=== counter_seq_ctrl ===
==> counter_seq_ctrl/closeup.png <==
Bar = 5 um. Region (45, 32) to (65, 52) um. Cells in grey, sequential cells in the stronger grey; small squares are vias.
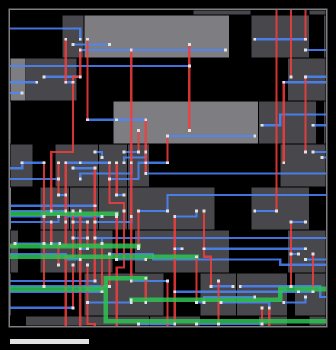

--- src/rtl/counter_seq_ctrl.sv ---
// Sequencing controller for the 8-bit up/down counter: button rising-edge detection,
// IDLE/RUN/PAUSE/LOAD state machine, count-step prescaler and one-shot terminal detect.
module counter_seq_ctrl #(
    parameter int WIDTH    = 8,
    parameter int TICK_DIV = 100000000,
    parameter int TICK_W   = 27
) (
    input  logic             clk,
    input  logic             clr_n,
    input  logic             start_btn,
    input  logic             load_btn,
    input  logic             mode_btn,
    input  logic             clear_btn,
    input  logic             run_sw,
    input  logic             one_shot,
    input  logic [WIDTH-1:0] data,
    input  logic [WIDTH-1:0] q,
    output logic             cnt_clr,
    output logic             cnt_load,
    output logic [WIDTH-1:0] load_val,
    output logic             cnt_step,
    output logic             cnt_up,
    output logic [1:0]       state,
    output logic             done
);

    typedef enum logic [1:0] {
        S_IDLE  = 2'b00,
        S_RUN   = 2'b01,
        S_PAUSE = 2'b10,
        S_LOAD  = 2'b11
    } state_t;

    localparam logic [TICK_W-1:0] TICK_LAST = TICK_W'(TICK_DIV - 1);

    state_t             r_state, w_state_nxt;
    logic [TICK_W-1:0]  r_presc, w_presc_nxt;
    logic               r_cnt_clr, w_cnt_clr_nxt;
    logic               r_cnt_load, w_cnt_load_nxt;
    logic               r_cnt_step, w_cnt_step_nxt;
    logic               r_done, w_done_nxt;
    logic               r_cnt_up, w_cnt_up_nxt;
    logic [WIDTH-1:0]   r_load_val, w_load_val_nxt;
    logic               r_start_q, r_load_q, r_mode_q, r_clear_q;

    logic w_start_rise, w_load_rise, w_mode_rise, w_clear_rise;
    logic w_tick, w_terminal;

    assign w_start_rise = start_btn & ~r_start_q;
    assign w_load_rise  = load_btn  & ~r_load_q;
    assign w_mode_rise  = mode_btn  & ~r_mode_q;
    assign w_clear_rise = clear_btn & ~r_clear_q;

    assign w_tick     = (r_presc == TICK_LAST);
    assign w_terminal = r_cnt_up ? (&q) : ~(|q);

    // History registers reset to 1 so a button held through reset yields no edge.
    // NOTE: sequential state uses non-blocking assignments so every register samples pre-edge values.
    always_ff @(posedge clk or negedge clr_n) begin
        if (!clr_n) begin
            r_state    <= S_IDLE;
            r_presc    <= '0;
            r_cnt_clr  <= 1'b0;
            r_cnt_load <= 1'b0;
            r_cnt_step <= 1'b0;
            r_done     <= 1'b0;
            r_cnt_up   <= 1'b1;
            r_load_val <= '0;
            r_start_q  <= 1'b1;
            r_load_q   <= 1'b1;
            r_mode_q   <= 1'b1;
            r_clear_q  <= 1'b1;
        end else begin
            r_state    <= w_state_nxt;
            r_presc    <= w_presc_nxt;
            r_cnt_clr  <= w_cnt_clr_nxt;
            r_cnt_load <= w_cnt_load_nxt;
            r_cnt_step <= w_cnt_step_nxt;
            r_done     <= w_done_nxt;
            r_cnt_up   <= w_cnt_up_nxt;
            r_load_val <= w_load_val_nxt;
            r_start_q  <= start_btn;
            r_load_q   <= load_btn;
            r_mode_q   <= mode_btn;
            r_clear_q  <= clear_btn;
        end
    end

    // NOTE: every next-state signal gets a default first, so no path can infer a latch.
    always_comb begin
        w_state_nxt    = r_state;
        w_presc_nxt    = r_presc;
        w_cnt_clr_nxt  = 1'b0;
        w_cnt_load_nxt = 1'b0;
        w_cnt_step_nxt = 1'b0;
        w_done_nxt     = 1'b0;
        w_cnt_up_nxt   = r_cnt_up ^ w_mode_rise;
        w_load_val_nxt = r_load_val;

        if (w_clear_rise) begin
            w_cnt_clr_nxt = 1'b1;
            w_state_nxt   = S_IDLE;
            w_presc_nxt   = '0;
        end else begin
            unique case (r_state)
                S_IDLE: begin
                    if (w_load_rise) begin
                        w_state_nxt    = S_LOAD;
                        w_cnt_load_nxt = 1'b1;
                        w_load_val_nxt = data;
                    end else if (w_start_rise) begin
                        w_state_nxt = S_RUN;
                        w_presc_nxt = '0;
                    end
                end
                S_RUN: begin
                    // The prescaler keeps its phase through a pause; a command only drops the tick.
                    if (run_sw)
                        w_presc_nxt = w_tick ? '0 : r_presc + TICK_W'(1);
                    if (w_load_rise) begin
                        w_state_nxt    = S_LOAD;
                        w_cnt_load_nxt = 1'b1;
                        w_load_val_nxt = data;
                    end else if (w_start_rise) begin
                        w_state_nxt = S_PAUSE;
                    end else if (run_sw && w_tick) begin
                        if (one_shot && w_terminal) begin
                            w_done_nxt  = 1'b1;
                            w_state_nxt = S_IDLE;
                        end else begin
                            w_cnt_step_nxt = 1'b1;
                        end
                    end
                end
                S_PAUSE: begin
                    if (w_load_rise) begin
                        w_state_nxt    = S_LOAD;
                        w_cnt_load_nxt = 1'b1;
                        w_load_val_nxt = data;
                    end else if (w_start_rise) begin
                        w_state_nxt = S_RUN;
                    end
                end
                S_LOAD: begin
                    w_state_nxt = S_PAUSE;
                    w_presc_nxt = '0;
                end
            endcase
        end
    end

    assign cnt_clr  = r_cnt_clr;
    assign cnt_load = r_cnt_load;
    assign load_val = r_load_val;
    assign cnt_step = r_cnt_step;
    assign cnt_up   = r_cnt_up;
    assign state    = r_state;
    assign done     = r_done;

endmodule

--- config.mk ---
export PLATFORM = sky130hd
export DESIGN_NAME = counter_seq_ctrl
export DESIGN_NICKNAME = d
export VERILOG_FILES = /design/src/rtl/counter_seq_ctrl.sv
export SDC_FILE = /design/constraint.sdc
export NUM_CORES = 1
export LEC_CHECK = 0
export ABC_CLOCK_PERIOD_IN_PS = 2800
export CAP_MARGIN = 20
export CORE_ASPECT_RATIO = 0.5
export CORE_MARGIN = 5
export CORE_UTILIZATION = 50
export DETAILED_ROUTE_END_ITERATION = 6
export GPL_TIMING_DRIVEN = 0
export PLACE_DENSITY = 0.71
export SYNTH_ARGS = -nofsm -noshare
export SYNTH_HDL_FRONTEND = slang
export SYNTH_SLANG_ARGS = --single-unit
--- constraint.sdc ---
create_clock -name clk -period 2.8 [get_ports clk]
set_clock_uncertainty 0.15 [all_clocks]
set_input_delay 0.42 -clock clk [delete_from_list [all_inputs] [get_ports clk]]
set_output_delay 0.42 -clock clk [all_outputs]
set_load 0.02 [all_outputs]
=== vga_scanout ===
$ cat config.mk
export PLATFORM = sky130hd
export DESIGN_NAME = vga_scanout
export DESIGN_NICKNAME = d
export VERILOG_FILES = /design/src/rtl/vga_scanout.sv
export SDC_FILE = /design/constraint.sdc
export NUM_CORES = 1
export LEC_CHECK = 0
export CAP_MARGIN = 20
export CORE_ASPECT_RATIO = 2
export CORE_MARGIN = 2
export CORE_UTILIZATION = 50
export CTS_CLUSTER_DIAMETER = 80
export DETAILED_ROUTE_END_ITERATION = 16
export GPL_ROUTABILITY_DRIVEN = 0
export PLACE_DENSITY_LB_ADDON = 0.08
export SYNTH_ARGS = -nofsm -noshare
export SYNTH_HDL_FRONTEND = slang
export SYNTH_SLANG_ARGS = --single-unit
$ cat constraint.sdc
create_clock -name clk -period 2.9 [get_ports clk]
set_input_delay 0.725 -clock clk [delete_from_list [all_inputs] [get_ports clk]]
set_output_delay 0.725 -clock clk [all_outputs]
set_load 0.02 [all_outputs]
$ cat src/rtl/vga_scanout.sv
// VGA raster timing generator with pixel/line replication and a one-line
// cache, so a host can stream a low-resolution frame one pixel at a time.
module vga_scanout #(
  parameter int GRAY_W   = 4,
  parameter int H_ACTIVE = 640,
  parameter int H_FP     = 16,
  parameter int H_SYNC   = 96,
  parameter int H_BP     = 48,
  parameter int V_ACTIVE = 480,
  parameter int V_FP     = 10,
  parameter int V_SYNC   = 2,
  parameter int V_BP     = 33,
  parameter int HS_POL   = 0,
  parameter int VS_POL   = 0,
  parameter int LINE_MAX = 160,
  parameter int DIV_W    = 4
) (
  input  logic              clk,
  input  logic              rst_n,
  input  logic [DIV_W-1:0]  pixel_div,
  input  logic [DIV_W-1:0]  line_rep,
  input  logic [GRAY_W-1:0] frame_pixel_in,
  output logic              h_sync_out,
  output logic              v_sync_out,
  output logic [GRAY_W-1:0] gray_out,
  output logic              frame_next_pixel_out,
  output logic              frame_reset_out
);

  localparam int H_TOTAL = H_ACTIVE + H_FP + H_SYNC + H_BP;
  localparam int V_TOTAL = V_ACTIVE + V_FP + V_SYNC + V_BP;
  localparam int H_W     = $clog2(H_TOTAL);
  localparam int V_W     = $clog2(V_TOTAL);
  localparam int X_MAX   = (H_ACTIVE > LINE_MAX) ? H_ACTIVE : LINE_MAX;
  localparam int X_W     = $clog2(X_MAX + 1);
  localparam int LW      = (LINE_MAX > 1) ? $clog2(LINE_MAX) : 1;

  localparam logic [H_W-1:0] H_LAST   = H_W'(H_TOTAL - 1);
  localparam logic [H_W-1:0] H_ACT    = H_W'(H_ACTIVE);
  localparam logic [H_W-1:0] HS_FIRST = H_W'(H_ACTIVE + H_FP);
  localparam logic [H_W-1:0] HS_LAST  = H_W'(H_ACTIVE + H_FP + H_SYNC - 1);
  localparam logic [V_W-1:0] V_LAST   = V_W'(V_TOTAL - 1);
  localparam logic [V_W-1:0] V_ACT    = V_W'(V_ACTIVE);
  localparam logic [V_W-1:0] VS_FIRST = V_W'(V_ACTIVE + V_FP);
  localparam logic [V_W-1:0] VS_LAST  = V_W'(V_ACTIVE + V_FP + V_SYNC - 1);
  localparam logic [X_W-1:0] X_LIMIT  = X_W'(LINE_MAX);
  localparam logic           HS_ON    = (HS_POL != 0);
  localparam logic           VS_ON    = (VS_POL != 0);

  logic [H_W-1:0]    h_cnt;
  logic [V_W-1:0]    v_cnt;
  logic [DIV_W-1:0]  div_l;
  logic [DIV_W-1:0]  rep_l;
  logic [DIV_W-1:0]  d_cnt;
  logic [DIV_W-1:0]  r_cnt;
  logic [X_W-1:0]    x_src;
  logic [GRAY_W-1:0] line_buf [LINE_MAX];

  logic           h_wrap;
  logic           frame_end;
  logic           active;
  logic           fetch_slot;
  logic           in_buf;
  logic [LW-1:0]  buf_idx;

  always_comb begin
    h_wrap     = (h_cnt == H_LAST);
    frame_end  = h_wrap && (v_cnt == V_LAST);
    active     = (h_cnt < H_ACT) && (v_cnt < V_ACT);
    fetch_slot = active && (r_cnt == '0) && (d_cnt == '0);
    in_buf     = (x_src < X_LIMIT);
    buf_idx    = x_src[LW-1:0];
  end

  // Raster counters, per-frame config snapshot and replication counters.
  always_ff @(posedge clk or negedge rst_n) begin
    if (!rst_n) begin
      h_cnt <= '0;
      v_cnt <= '0;
      div_l <= '0;
      rep_l <= '0;
      d_cnt <= '0;
      x_src <= '0;
      r_cnt <= '0;
    end else begin
      h_cnt <= h_wrap ? '0 : h_cnt + 1'b1;
      if (h_wrap)
        v_cnt <= (v_cnt == V_LAST) ? '0 : v_cnt + 1'b1;
      if (frame_end) begin
        div_l <= pixel_div;
        rep_l <= line_rep;
      end
      if (h_wrap) begin
        d_cnt <= '0;
        x_src <= '0;
      end else if (h_cnt < H_ACT) begin
        if (d_cnt == div_l) begin
          d_cnt <= '0;
          x_src <= x_src + 1'b1;
        end else begin
          d_cnt <= d_cnt + 1'b1;
        end
      end
      if (frame_end)
        r_cnt <= '0;
      else if (h_wrap && (v_cnt < V_ACT))
        r_cnt <= (r_cnt == rep_l) ? '0 : r_cnt + 1'b1;
    end
  end

  // Output registers: one clock behind the counters they are decoded from.
  always_ff @(posedge clk or negedge rst_n) begin
    if (!rst_n) begin
      h_sync_out           <= ~HS_ON;
      v_sync_out           <= ~VS_ON;
      gray_out             <= '0;
      frame_next_pixel_out <= 1'b0;
      frame_reset_out      <= 1'b0;
    end else begin
      h_sync_out           <= (h_cnt >= HS_FIRST && h_cnt <= HS_LAST) ? HS_ON : ~HS_ON;
      v_sync_out           <= (v_cnt >= VS_FIRST && v_cnt <= VS_LAST) ? VS_ON : ~VS_ON;
      frame_reset_out      <= (h_cnt == '0) && (v_cnt == VS_FIRST);
      frame_next_pixel_out <= fetch_slot;
      if (!active)
        gray_out <= '0;
      else if (r_cnt == '0) begin
        if (d_cnt == '0)
          gray_out <= frame_pixel_in;
      end else
        gray_out <= in_buf ? line_buf[buf_idx] : '0;
    end
  end

  // The line cache is deliberately not reset; repeat lines only read slots
  // written by the fetch line of the same group.
  always_ff @(posedge clk) begin
    if (fetch_slot && in_buf)
      line_buf[buf_idx] <= frame_pixel_in;
  end

endmodule

=== cracker_host_driver ===
--- src/rtl/cracker_host_pkg.sv ---
// rtl/cracker_host_pkg.sv - shared sizes and state encoding for the cracker host driver
package cracker_host_pkg;
   localparam int HASH_BYTES   = 16;
   localparam int PW_BYTES     = 20;
   localparam int RESULT_BYTES = 21;

   typedef enum logic [3:0] {
      IDLE,
      LD_WAIT,
      LD_SETUP,
      LD_STROBE,
      LD_REL,
      GO_WAIT,
      GO_STROBE,
      GO_REL,
      POLL,
      RD_CAPT,
      RD_STROBE,
      RD_REL,
      EMIT,
      DONE
   } state_t;
endpackage

--- src/rtl/cracker_host_driver_strobe_timer.sv ---
// rtl/cracker_host_driver_strobe_timer.sv - down-counter that times every strobe pulse
module strobe_timer #(
   parameter int CYCLES = 2
) (
   input  logic clk,
   input  logic rst,
   input  logic i_load,
   output logic o_done
);
   localparam int W = (CYCLES > 1) ? $clog2(CYCLES) : 1;

   logic [W-1:0] r_cnt;

   // Loaded on entry to a strobe state, so done rises in the strobe's last cycle.
   always_ff @(posedge clk or posedge rst) begin
      if (rst) begin
         r_cnt <= '0;
      end else if (i_load) begin
         r_cnt <= W'(CYCLES - 1);
      end else if (r_cnt != '0) begin
         r_cnt <= r_cnt - 1'b1;
      end
   end

   assign o_done = (r_cnt == '0);
endmodule

--- src/rtl/cracker_host_driver.sv ---
// rtl/cracker_host_driver.sv - host-side handshake engine loading a hash and collecting cracked passwords
module cracker_host_driver
   import cracker_host_pkg::*;
#(
   parameter int STROBE_CYCLES = 2
) (
   input  logic         clk,
   input  logic         rst,
   input  logic [127:0] hash_in,
   input  logic         hash_valid,
   output logic         hash_ready,
   input  logic         start,
   output logic         busy,
   output logic [7:0]   new_hash_byte,
   output logic         store_hash_byte,
   output logic         go,
   input  logic         my_turn,
   input  logic         match_found,
   input  logic [7:0]   password_byte,
   output logic [159:0] result_password,
   output logic [7:0]   result_length,
   output logic         result_valid,
   input  logic         result_ready,
   output logic         search_done,
   output logic [7:0]   found_count
);
   state_t         r_state;
   state_t         w_next;
   logic [127:0]   r_hash;
   logic [3:0]     r_idx;
   logic [4:0]     r_k;
   logic [7:0]     r_byte;
   logic [159:0]   r_pw;
   logic [7:0]     r_len;
   logic [7:0]     r_found;
   logic           r_store;
   logic           r_go;
   logic           w_tmr_load;
   logic           w_tmr_done;
   logic           w_next_strobe;
   logic [4:0]     w_pw_sel;

   strobe_timer #(.CYCLES(STROBE_CYCLES)) u_timer (
      .clk    (clk),
      .rst    (rst),
      .i_load (w_tmr_load),
      .o_done (w_tmr_done)
   );

   always_comb begin
      w_next = r_state;
      case (r_state)
         IDLE:      if (hash_valid) w_next = LD_WAIT;
                    else if (start) w_next = GO_WAIT;
         LD_WAIT:   if (my_turn) w_next = LD_SETUP;
         LD_SETUP:  w_next = LD_STROBE;
         LD_STROBE: if (w_tmr_done) w_next = LD_REL;
         LD_REL:    w_next = (r_idx == 4'(HASH_BYTES - 1)) ? IDLE : LD_WAIT;
         GO_WAIT:   if (my_turn) w_next = GO_STROBE;
         GO_STROBE: if (w_tmr_done) w_next = GO_REL;
         GO_REL:    w_next = POLL;
         POLL:      if (my_turn) w_next = match_found ? RD_CAPT : DONE;
         RD_CAPT:   if (my_turn) w_next = RD_STROBE;
         RD_STROBE: if (w_tmr_done) w_next = RD_REL;
         RD_REL:    w_next = (r_k == 5'(RESULT_BYTES - 1)) ? EMIT : RD_CAPT;
         EMIT:      if (result_ready) w_next = POLL;
         DONE:      w_next = IDLE;
         default:   w_next = IDLE;
      endcase
   end

   assign w_next_strobe = (w_next == LD_STROBE) || (w_next == GO_STROBE) || (w_next == RD_STROBE);
   assign w_tmr_load    = w_next_strobe && (w_next != r_state);
   // First password byte read lands in the top byte of the result word.
   assign w_pw_sel      = 5'(PW_BYTES - 1) - r_k;

   always_ff @(posedge clk or posedge rst) begin
      if (rst) begin
         r_state <= IDLE;
         r_hash  <= '0;
         r_idx   <= '0;
         r_k     <= '0;
         r_byte  <= '0;
         r_pw    <= '0;
         r_len   <= '0;
         r_found <= '0;
         r_store <= 1'b0;
         r_go    <= 1'b0;
      end else begin
         r_state <= w_next;
         // Strobes follow the next state so they line up exactly with the strobe states.
         r_store <= (w_next == LD_STROBE);
         r_go    <= (w_next == GO_STROBE) || (w_next == RD_STROBE);
         case (r_state)
            IDLE: begin
               if (hash_valid) begin
                  r_hash <= hash_in;
                  r_idx  <= '0;
               end else if (start) begin
                  r_found <= '0;
               end
            end
            LD_WAIT: if (my_turn) r_byte <= r_hash[{r_idx, 3'b000} +: 8];
            LD_REL:  if (r_idx != 4'(HASH_BYTES - 1)) r_idx <= r_idx + 4'd1;
            POLL:    if (my_turn && match_found) r_k <= '0;
            RD_CAPT: begin
               if (my_turn) begin
                  if (r_k == 5'(RESULT_BYTES - 1)) r_len <= password_byte;
                  else r_pw[{w_pw_sel, 3'b000} +: 8] <= password_byte;
               end
            end
            RD_REL:  if (r_k != 5'(RESULT_BYTES - 1)) r_k <= r_k + 5'd1;
            EMIT:    if (result_ready) r_found <= r_found + 8'd1;
            default: ;
         endcase
      end
   end

   assign hash_ready      = (r_state == IDLE);
   assign busy            = (r_state != IDLE);
   assign new_hash_byte   = r_byte;
   assign store_hash_byte = r_store;
   assign go              = r_go;
   assign result_password = r_pw;
   assign result_length   = r_len;
   assign result_valid    = (r_state == EMIT);
   assign search_done     = (r_state == DONE);
   assign found_count     = r_found;
endmodule
--- config.mk ---
export PLATFORM = sky130hd
export DESIGN_NAME = cracker_host_driver
export DESIGN_NICKNAME = d
export VERILOG_FILES = /design/src/rtl/cracker_host_pkg.sv /design/src/rtl/cracker_host_driver_strobe_timer.sv /design/src/rtl/cracker_host_driver.sv
export SDC_FILE = /design/constraint.sdc
export NUM_CORES = 1
export LEC_CHECK = 0
export ABC_AREA = 1
export CAP_MARGIN = 0
export CORE_UTILIZATION = 51
export DETAILED_ROUTE_END_ITERATION = 16
export PLACE_DENSITY = 0.89
export SYNTH_ARGS = -nofsm -noshare
export SYNTH_HDL_FRONTEND = slang
export SYNTH_SLANG_ARGS = --single-unit
--- constraint.sdc ---
create_clock -name clk -period 15.75 [get_ports clk]
set_clock_uncertainty 0.1 [all_clocks]
set_input_delay 3.15 -clock clk [delete_from_list [all_inputs] [get_ports clk]]
set_output_delay 3.15 -clock clk [all_outputs]
set_load 0.02 [all_outputs]
=== cpu_controller ===
File: src/rtl/cpu_controller.sv
// Fetch/decode/execute sequencer for the 16-bit register/ALU datapath.
// Define CPU_BRANCH_EN to enable conditional branches on opcode 001.
module cpu_controller (
    input  logic        clk,
    input  logic        reset,
    input  logic [15:0] mdata,
    input  logic [15:0] datapath_out,
    input  logic [2:0]  status_in,
    output logic [2:0]  readnum,
    output logic [2:0]  writenum,
    output logic [1:0]  vsel,
    output logic [1:0]  asel,
    output logic [1:0]  bsel,
    output logic [1:0]  ALUop,
    output logic [1:0]  shift,
    output logic        loada,
    output logic        loadb,
    output logic        loadc,
    output logic        loads,
    output logic        write,
    output logic [15:0] sximm8,
    output logic [15:0] sximm5,
    output logic [7:0]  PC,
    output logic [1:0]  mem_cmd,
    output logic [7:0]  mem_addr,
    output logic        halted
);
    localparam logic [1:0] CMD_NONE  = 2'b00;
    localparam logic [1:0] CMD_READ  = 2'b01;
    localparam logic [1:0] CMD_WRITE = 2'b10;

    typedef enum logic [4:0] {
        S_RST, S_IF1, S_IF2, S_UPD, S_DEC,
        S_WIMM, S_GA, S_GB, S_EX, S_WR,
        S_AD, S_LA, S_MR1, S_MR2,
        S_GB2, S_PS, S_MW, S_HALT,
        S_BC, S_BL
    } state_t;

    state_t state, next;
    logic [15:0] ir;
    logic [7:0]  pc, daddr;

    logic [2:0] opcode, rn, rd, rm;
    logic [1:0] op, sh;
    logic mov_imm, mov_reg, is_alu, is_cmp, is_mvn, is_ldr, is_str;

    assign opcode = ir[15:13];
    assign op     = ir[12:11];
    assign rn     = ir[10:8];
    assign rd     = ir[7:5];
    assign sh     = ir[4:3];
    assign rm     = ir[2:0];

    assign mov_imm = (opcode == 3'b110) && (op == 2'b10);
    assign mov_reg = (opcode == 3'b110) && (op == 2'b00);
    assign is_alu  = (opcode == 3'b101);
    assign is_cmp  = is_alu && (op == 2'b01);
    assign is_mvn  = is_alu && (op == 2'b11);
    assign is_ldr  = (opcode == 3'b011) && (op == 2'b00);
    assign is_str  = (opcode == 3'b100) && (op == 2'b00);

    assign sximm8 = {{8{ir[7]}}, ir[7:0]};
    assign sximm5 = {{11{ir[4]}}, ir[4:0]};
    assign PC     = pc;

    // Only the low byte of C ever addresses memory or loads the PC.
    logic unused_dp_hi;
    assign unused_dp_hi = ^datapath_out[15:8];

`ifdef CPU_BRANCH_EN
    logic is_br, br_legal, br_take;
    logic flag_z, flag_v, flag_n;
    assign flag_z   = status_in[2];
    assign flag_v   = status_in[1];
    assign flag_n   = status_in[0];
    assign is_br    = (opcode == 3'b001);
    assign br_legal = (rn <= 3'd4);
    always_comb begin
        br_take = 1'b0;
        unique case (rn)
            3'd0:    br_take = 1'b1;
            3'd1:    br_take = flag_z;
            3'd2:    br_take = !flag_z;
            3'd3:    br_take = flag_n ^ flag_v;
            3'd4:    br_take = (flag_n ^ flag_v) | flag_z;
            default: br_take = 1'b0;
        endcase
    end
`else
    logic unused_status;
    assign unused_status = ^status_in;
`endif

    always_ff @(posedge clk or posedge reset) begin
        if (reset) state <= S_RST;
        else       state <= next;
    end

    always_ff @(posedge clk or posedge reset) begin
        if (reset) begin
            pc    <= 8'h00;
            ir    <= 16'h0000;
            daddr <= 8'h00;
        end else begin
            case (state)
                S_IF2:   ir    <= mdata;
                S_UPD:   pc    <= pc + 8'd1;
                S_LA:    daddr <= datapath_out[7:0];
`ifdef CPU_BRANCH_EN
                S_BL:    pc    <= datapath_out[7:0];
`endif
                default: ;
            endcase
        end
    end

    always_comb begin
        next = state;
        case (state)
            S_RST:  next = S_IF1;
            S_IF1:  next = S_IF2;
            S_IF2:  next = S_UPD;
            S_UPD:  next = S_DEC;
            S_DEC: begin
                unique case (1'b1)
                    mov_imm:                   next = S_WIMM;
                    mov_reg || is_mvn:         next = S_GB;
                    is_alu && !is_mvn:         next = S_GA;
                    is_ldr || is_str:          next = S_GA;
`ifdef CPU_BRANCH_EN
                    is_br && br_legal:         next = br_take ? S_BC : S_IF1;
`endif
                    default:                   next = S_HALT;
                endcase
            end
            S_WIMM: next = S_IF1;
            S_GA:   next = is_alu ? S_GB : S_AD;
            S_GB:   next = S_EX;
            S_EX:   next = is_cmp ? S_IF1 : S_WR;
            S_WR:   next = S_IF1;
            S_AD:   next = S_LA;
            S_LA:   next = is_str ? S_GB2 : S_MR1;
            S_MR1:  next = S_MR2;
            S_MR2:  next = S_IF1;
            S_GB2:  next = S_PS;
            S_PS:   next = S_MW;
            S_MW:   next = S_IF1;
            S_HALT: next = S_HALT;
`ifdef CPU_BRANCH_EN
            S_BC:   next = S_BL;
            S_BL:   next = S_IF1;
`endif
            default: next = S_HALT;
        endcase
    end

    always_comb begin
        readnum  = 3'd0;
        writenum = 3'd0;
        vsel     = 2'b00;
        asel     = 2'b00;
        bsel     = 2'b00;
        ALUop    = 2'b00;
        shift    = 2'b00;
        loada    = 1'b0;
        loadb    = 1'b0;
        loadc    = 1'b0;
        loads    = 1'b0;
        write    = 1'b0;
        mem_cmd  = CMD_NONE;
        mem_addr = pc;
        halted   = 1'b0;
        case (state)
            S_IF1, S_IF2: mem_cmd = CMD_READ;
            S_WIMM: begin
                vsel     = 2'b10;
                writenum = rn;
                write    = 1'b1;
            end
            S_GA: begin
                readnum = rn;
                loada   = 1'b1;
            end
            S_GB: begin
                readnum = rm;
                loadb   = 1'b1;
            end
            S_EX: begin
                shift = sh;
                ALUop = is_alu ? op : 2'b00;
                asel  = mov_reg ? 2'b01 : 2'b00;
                loads = is_cmp;
                loadc = !is_cmp;
            end
            S_WR: begin
                writenum = rd;
                write    = 1'b1;
            end
            S_AD: begin
                bsel  = 2'b01;
                loadc = 1'b1;
            end
            S_MR1: begin
                mem_cmd  = CMD_READ;
                mem_addr = daddr;
            end
            S_MR2: begin
                mem_cmd  = CMD_READ;
                mem_addr = daddr;
                vsel     = 2'b01;
                writenum = rd;
                write    = 1'b1;
            end
            S_GB2: begin
                readnum = rd;
                loadb   = 1'b1;
            end
            S_PS: begin
                asel  = 2'b01;
                loadc = 1'b1;
            end
            S_MW: begin
                mem_cmd  = CMD_WRITE;
                mem_addr = daddr;
            end
            S_HALT: halted = 1'b1;
`ifdef CPU_BRANCH_EN
            S_BC: begin
                asel  = 2'b10;
                bsel  = 2'b10;
                loadc = 1'b1;
            end
`endif
            default: ;
        endcase
    end

endmodule

File: config.mk
export PLATFORM = sky130hd
export DESIGN_NAME = cpu_controller
export DESIGN_NICKNAME = d
export VERILOG_FILES = /design/src/rtl/cpu_controller.sv
export SDC_FILE = /design/constraint.sdc
export NUM_CORES = 1
export LEC_CHECK = 0
export CORE_UTILIZATION = 38
export CTS_CLUSTER_SIZE = 10
export DETAILED_ROUTE_END_ITERATION = 10
export PLACE_DENSITY = 0.76
export SLEW_MARGIN = 0
export SYNTH_ARGS = -nofsm -noshare
export SYNTH_HDL_FRONTEND = slang
export SYNTH_SLANG_ARGS = --single-unit
File: constraint.sdc
create_clock -name clk -period 2.06 [get_ports clk]
set_clock_uncertainty 0.1 [all_clocks]
set_input_delay 0.412 -clock clk [delete_from_list [all_inputs] [get_ports clk]]
set_output_delay 0.412 -clock clk [all_outputs]
set_load 0.01 [all_outputs]
==> cpu_controller/clock_nets.png <==
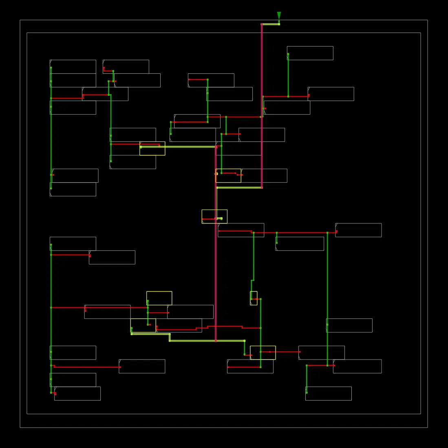
Num CTS Buffers: 5
num sequential: 37
CLK BUF: 7
power of the clock network: 0.515 mW

==> reports/results.ini, cpu_controller <==
[status]
outcome = finished with violations
violations = setup timing

[place]
place_inst = 395
pre_cts_slack_ns = -0.5298
place_congestion = 0.8234

[floorplanning]
coreArea_sq_um = 5991
fp_util_pct = 40.02
die_x_um = 81.43

[logic_synthesis]
syn_area_per_cell_sq_um = 10.29
mux_share_pct = 17.07
yosys_warnings = 0
ys_async_sr_fraction_pct = 100.0
yosysUniqueCellTypes = 49
ys_sh_adder_pct = 0.5219
ys_sh_xor_pct = 2.923
synth_flops = 37
synthTopCellsByArea = dfrtp_1 39%, buf_4 11%, mux2_2 11%, mux2_4 6.3%, nor2_1 2.8%

[worst_setup_path]
cp_max_fo = 6
rr_startpoint = state[2]$_DFF_PP0_
slowest_stage = or3b_4
worstPathCellList = or3b_4, o22a_1, nor2_4, buf_4, mux2_4, buf_6
crit_family = simple AND/OR/NAND/NOR gates

[clock_tree]
post_cts_resized = 143
clk_latency_ns = 0.29
cts_sinks = 37

[cells_and_area]
area_delta_synth_final_pct = 56.16
utilization_pct = 62.49
logic_gates = 150
layout.area.seq_sq_um = 928.4
drive_gt1_share_pct = 43.73

[route]
wl_met1_mm = 2.689
routedWlPerCell_um = 15.29
route.met2.wl_mm = 3.193

[timing]
setup_viol = 26
fin_ws_ns = -0.5253
fmax_mhz = 386.8

[hold_path]
holdCritStartpoint = PC[7]$_DFFE_PP0P_

==> cpu_controller: power breakdown <==
group,internal (mW),switching (mW)
registers,1.06,0.361
clock network,0.265,0.250
logic,2.20,1.57
total,3.53,2.18
==> cpu_controller: worst register-to-register path: stages, from the launching register on <==
cell and delay, ns:
dfrtp_1 0.38, buf_4 0.21, nand2b_2 0.26, buf_4 0.17, nor3_2 0.15, buf_4 0.20
mux2_2 0.36
==> cpu_controller: routing by layer <==
metal,GRT usage [%],up-vias
li1,-,1005
met1,26.21,1015
met2,33.75,71
met3,3.556,12
met4,7.321,0
met5,0,-
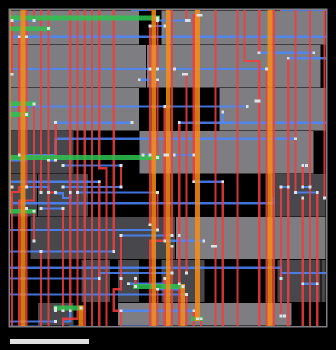
(vga_scanout/closeup.png)
Bar = 5 um. Region (76, 227) to (96, 247) um. Cells in grey, sequential cells in the stronger grey; small squares are vias.
- red: M2
- blue: M1
- green: M3
- orange: M4
- most frequent: edfxtp_1 (9), buf_4 (2)
- netlist names of flops here include: line_buf (9)
- cells with their middle in the window: 16
- sequential cells in the window: 9

==> reports/results.ini, vga_scanout <==
[logic_synthesis]
ys_sh_aoi_pct = 3.455
ys_chip_area_sq_um = 27960
ff_type = edfxtp_1
ys_sh_xor_pct = 0.7832

[floorplanning]
die_x_um = 171.2
rows = 122
die-height_um = 338.4

[worst_setup_path]
worst-r2r-setup-slack_ns = 0.12
cp_max_fo = 19
cp_num_cells = 7

[timing]
setup_viol = 0
drv_slew = 0
holdWs_ns = 0.1948

[route]
route.met2.wl_mm = 41.41
via_per_inst = 5.863
wl_met1_mm = 24.78

[status]
outcome = finished, final reports clean

[job]
warning_count = 33

[pwr]
p_sw_mw = 3.698
ir_worst_vdd_uv = 493.6

[cells_and_area]
comb_area_share_pct = 20.78
nFillCells = 4166

[hold_path]
hold_class = input port to async pin

[clock_tree]
cts_sinks = 694
cts_tree = built

[global_route]
use_met3_pct = 2.782

-- vga_scanout: registers in the layout, indices dropped and copies added, names as in the netlist --
signal and count:
h_sync_out 1, frame_next_pixel_out 1, h_cnt 10, div_l 4, frame_reset_out 1, gray_out 4
v_sync_out 1, x_src 10, line_buf 640, d_cnt 4, v_cnt 10, r_cnt 4
rep_l 4
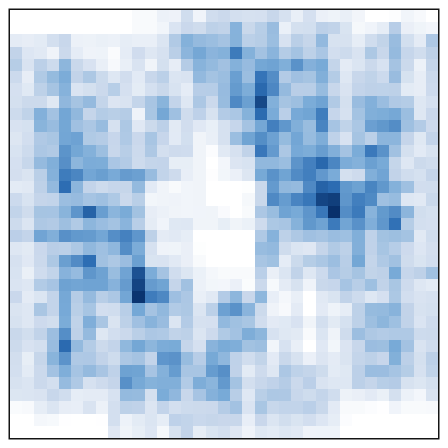
(cracker_host_driver/route_heat.png)
35 x 35 tiles, from white (low) to dark blue (high), scaled to the fullest tile. Values are wire area over tile area, all layers added.
- nearly empty tiles: 6.9%
- fullest tile: 0.88
- mean over tiles: 0.25
GRT Util Overall: 29.24%
vias: 13960
DR WL/cell: 17.25 um

==> reports/results.ini, cracker_host_driver <==
[worst_setup_path]
worstSetupPathType = input port to register
worst-path-buf-inv = 4
slowest_stage = nor2_4
endpoint_kind = register
r2r_cells = 9
cp-endpoint = r_idx[3]$_DFFE_PP0P_

[route]
routed-wl-met3_mm = 3.705
top_layer = met4

[logic_synthesis]
ys_sh_xor_pct = 0.2362
ff_type = dfrtp_1
ys_sh_aoi_pct = 9.979
top_area_cell = dfrtp_1
synthCells = 1814
synthTopCellsByArea = dfrtp_1 55%, nand2_1 18%, o21ai_0 5.0%, nor2_1 4.8%, nand3_1 2.6%
mux_share_pct = 0

[timing]
worst_slew_pin_slew_ns = 1.145
fin_ws_ns = 9.654
finalHoldViolCount = 0
setup_viol = 0

[cells_and_area]
layout_top_cell = nand2_1
final_cell_area_sq_um = 19450
nets = 2257
stdcell_count = 2511

[floorplanning]
io_pins = 333
die_x_um = 172.5

[status]
outcome = finished, final reports clean

[pwr]
pg_clk_mw = 0.819
p_leak_nw = 9.201
pwr-share-seq_pct = 38.2
switching_share_pct = 38.93

[global_route]
met1_usage_pct = 37.82
grt_pass1_vias = 13470
overflow = 0

[clock_tree]
post_cts_buffers = 0
cts_tree = built

[hold_path]
hold_depth = 2

==> cracker_host_driver: area by class of cell <==
cell class                      instances  area [sq um]  area share [%]
Antenna cell                            1         2.502         0.01286
Clock buffer                           48          1037           5.332
Clock inverter                         10         106.4          0.5467
Inverter                               81         317.8           1.634
Multi-Input combinational cell       1320          5924           30.45
Sequential cell                       328          8210           42.20
Tap cell                              384         480.5           2.470
Timing Repair Buffer                  339          3376           17.35
==> counter_seq_ctrl/gates.png <==
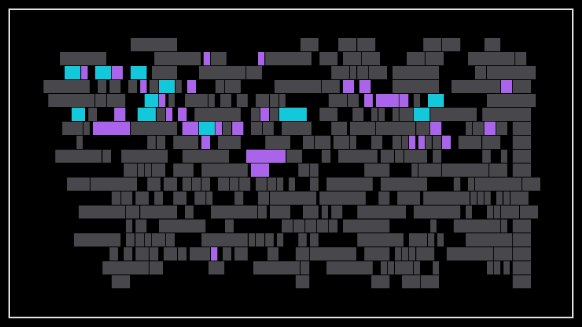
- purple: nor cells (cells 30; most used nor2_1)
- cyan: non-inverting ao/oa cells (cells 11; most used a22o_1)
Comb area share: 40.66%
Non-Filler Instances: 373

==> counter_seq_ctrl/pinout.png <==
Bar = 20 um. Pins as bars across the die edge, other pins in grey.
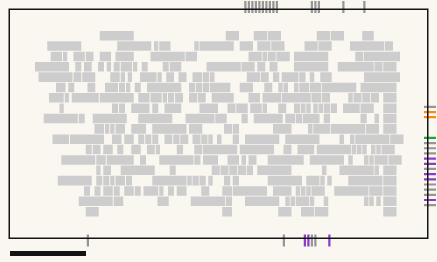
- purple: data (pins 8; direction input; edge 5 right, 3 bottom)
- green: load_btn (pins 1; direction input; edge right)
- orange: state (pins 2; direction output; edge right)
die height: 59.80 um
Die W: 109.6 um

Notes on counter_seq_ctrl/closeup.png above:
- red: M2
- green: M3
- blue: M1
- sequential cells in the window: 2
- netlist names of flops here include: r_presc (2)
- most frequent: clkdlybuf4s50_1 (4), nand3_1 (3)
- cells with their middle in the window: 25

==> reports/results.ini, counter_seq_ctrl <==
[status]
outcome = finished, final reports clean

[floorplanning]
taps = 70
chip_area_sq_um = 6554

[route]
drc = 0
vias = 2141
routedWlPerCell_um = 14.66

[worst_setup_path]
slowest_delay_ns = 0.43
slowest_stage = dfrtp_1
cp-start-kind = register
worstReg2RegEnd = r_presc[21]$_DFFE_PN0P_
worstPathCellList = inv_1, ha_1, clkbuf_2, o211ai_4, nand4_1, buf_2, or3_1, a21oi_1
cp_max_fo = 10

[global_route]
overflow = 0
grt.total_usage_pct = 18.10

[pwr]
power_mw = 2.082
p_leak_nw = 1.264

[timing]
slew-limit-headroom_pct = 67.43
worst_slew_pin_slew_ns = 0.4817
fin_ws_ns = 0.2527

[clock_tree]
post_cts_resized = 0
h-tree-depth = 2
cts_root_buffer = clkbuf_8
cts_tree = built
cts_sinks = 46

[logic_synthesis]
synth.cells.most_frequent = 41 x dfrtp_1, 41 x nand2_1, 16 x a21oi_1
top_cell_area_share_pct = 41.37
yosysUniqueCellTypes = 56
ys_sh_xor_pct = 1.413
ys_sh_adder_pct = 2.523
ys_sh_aoi_pct = 15.64
ys_seq_share_pct = 46.67

[hold_path]
hold_class = register to register
hold_depth = 2

[cells_and_area]
antenna_cells = 0
clock_area_share_pct = 3.100
flop-count = 46
buffer_area_share_pct = 14.44
dominant_cells = multi-input combinational cells
seq_share_pct = 37.72

[place]
placed_cell_area_sq_um = 2963

[job]
cap_violations = 0

==> counter_seq_ctrl: power breakdown <==
group	total, mW	switching [mW]	internal, mW
Clock	0.427	0.228	0.199
Combinational	0.858	0.509	0.349
Sequential	0.797	0.0582	0.739
==> counter_seq_ctrl: per-layer routing <==
metal  track usage (%)  share of wire, %  vias to the layer above  routed length (um)
li1                  -                 -                     1032                   -
met1             24.69                48                     1061                2607
met2             29.84                46                       43                2529
met3             3.991               5.5                        5                 303
met4             4.263              0.55                        0                  30
met5                 0                 0                        -                   0


==> layout pictures side by side <==
Pin placement.
image #1
Bar = 20 um. Pins as bars across the die edge, other pins in grey.
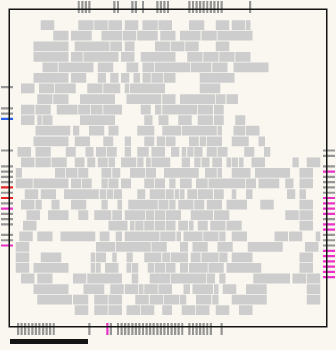
image #2
Bar = 50 um. Pins as bars across the die edge, other pins in grey.
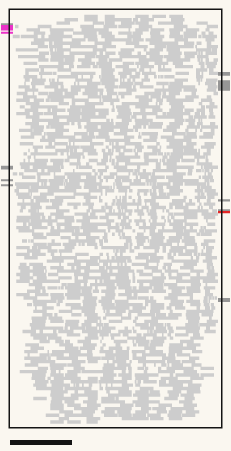
image #3
Bar = 50 um. Pins as bars across the die edge, other pins in grey.
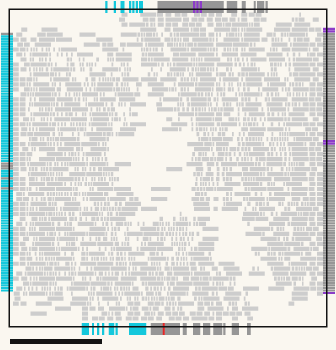
Image #3 is cracker_host_driver.
Image #1 is cpu_controller.
Image #2 is vga_scanout.
- largest die: image #2
- most pins: image #3

Key to image #3:
- red: start (pins 1; direction input; edge bottom)
- purple: password_byte (pins 8; direction input; edge 5 right, 3 top)
- cyan: hash_in (pins 128; direction input; edge 98 left, 21 bottom, 9 top)
- all pins by edge: 107 right, 104 left, 62 top, 60 bottom


==> screenshots <==
Gate families picked out.
picture 1
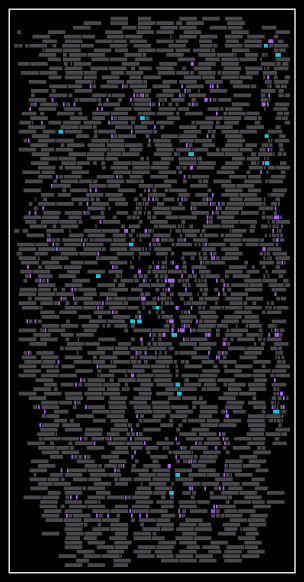
picture 2
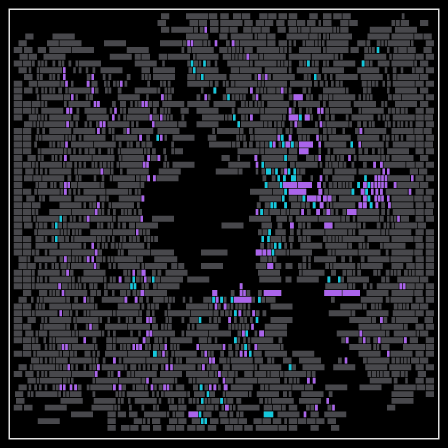
picture 3
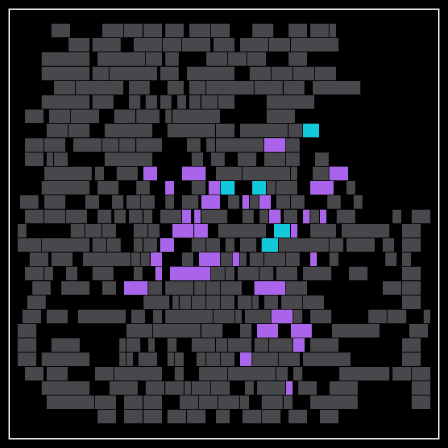
For cracker_host_driver, see picture 2.
For vga_scanout, see picture 1.
For cpu_controller, see picture 3.
- fewest cells: picture 3

Key to picture 2:
- cyan: inv cells (cells 81; most used inv_1)
- purple: nor cells (cells 232; most used nor2_1; where spread over the die)

No activity file was given, so power comes from the tool's default toggle rates.
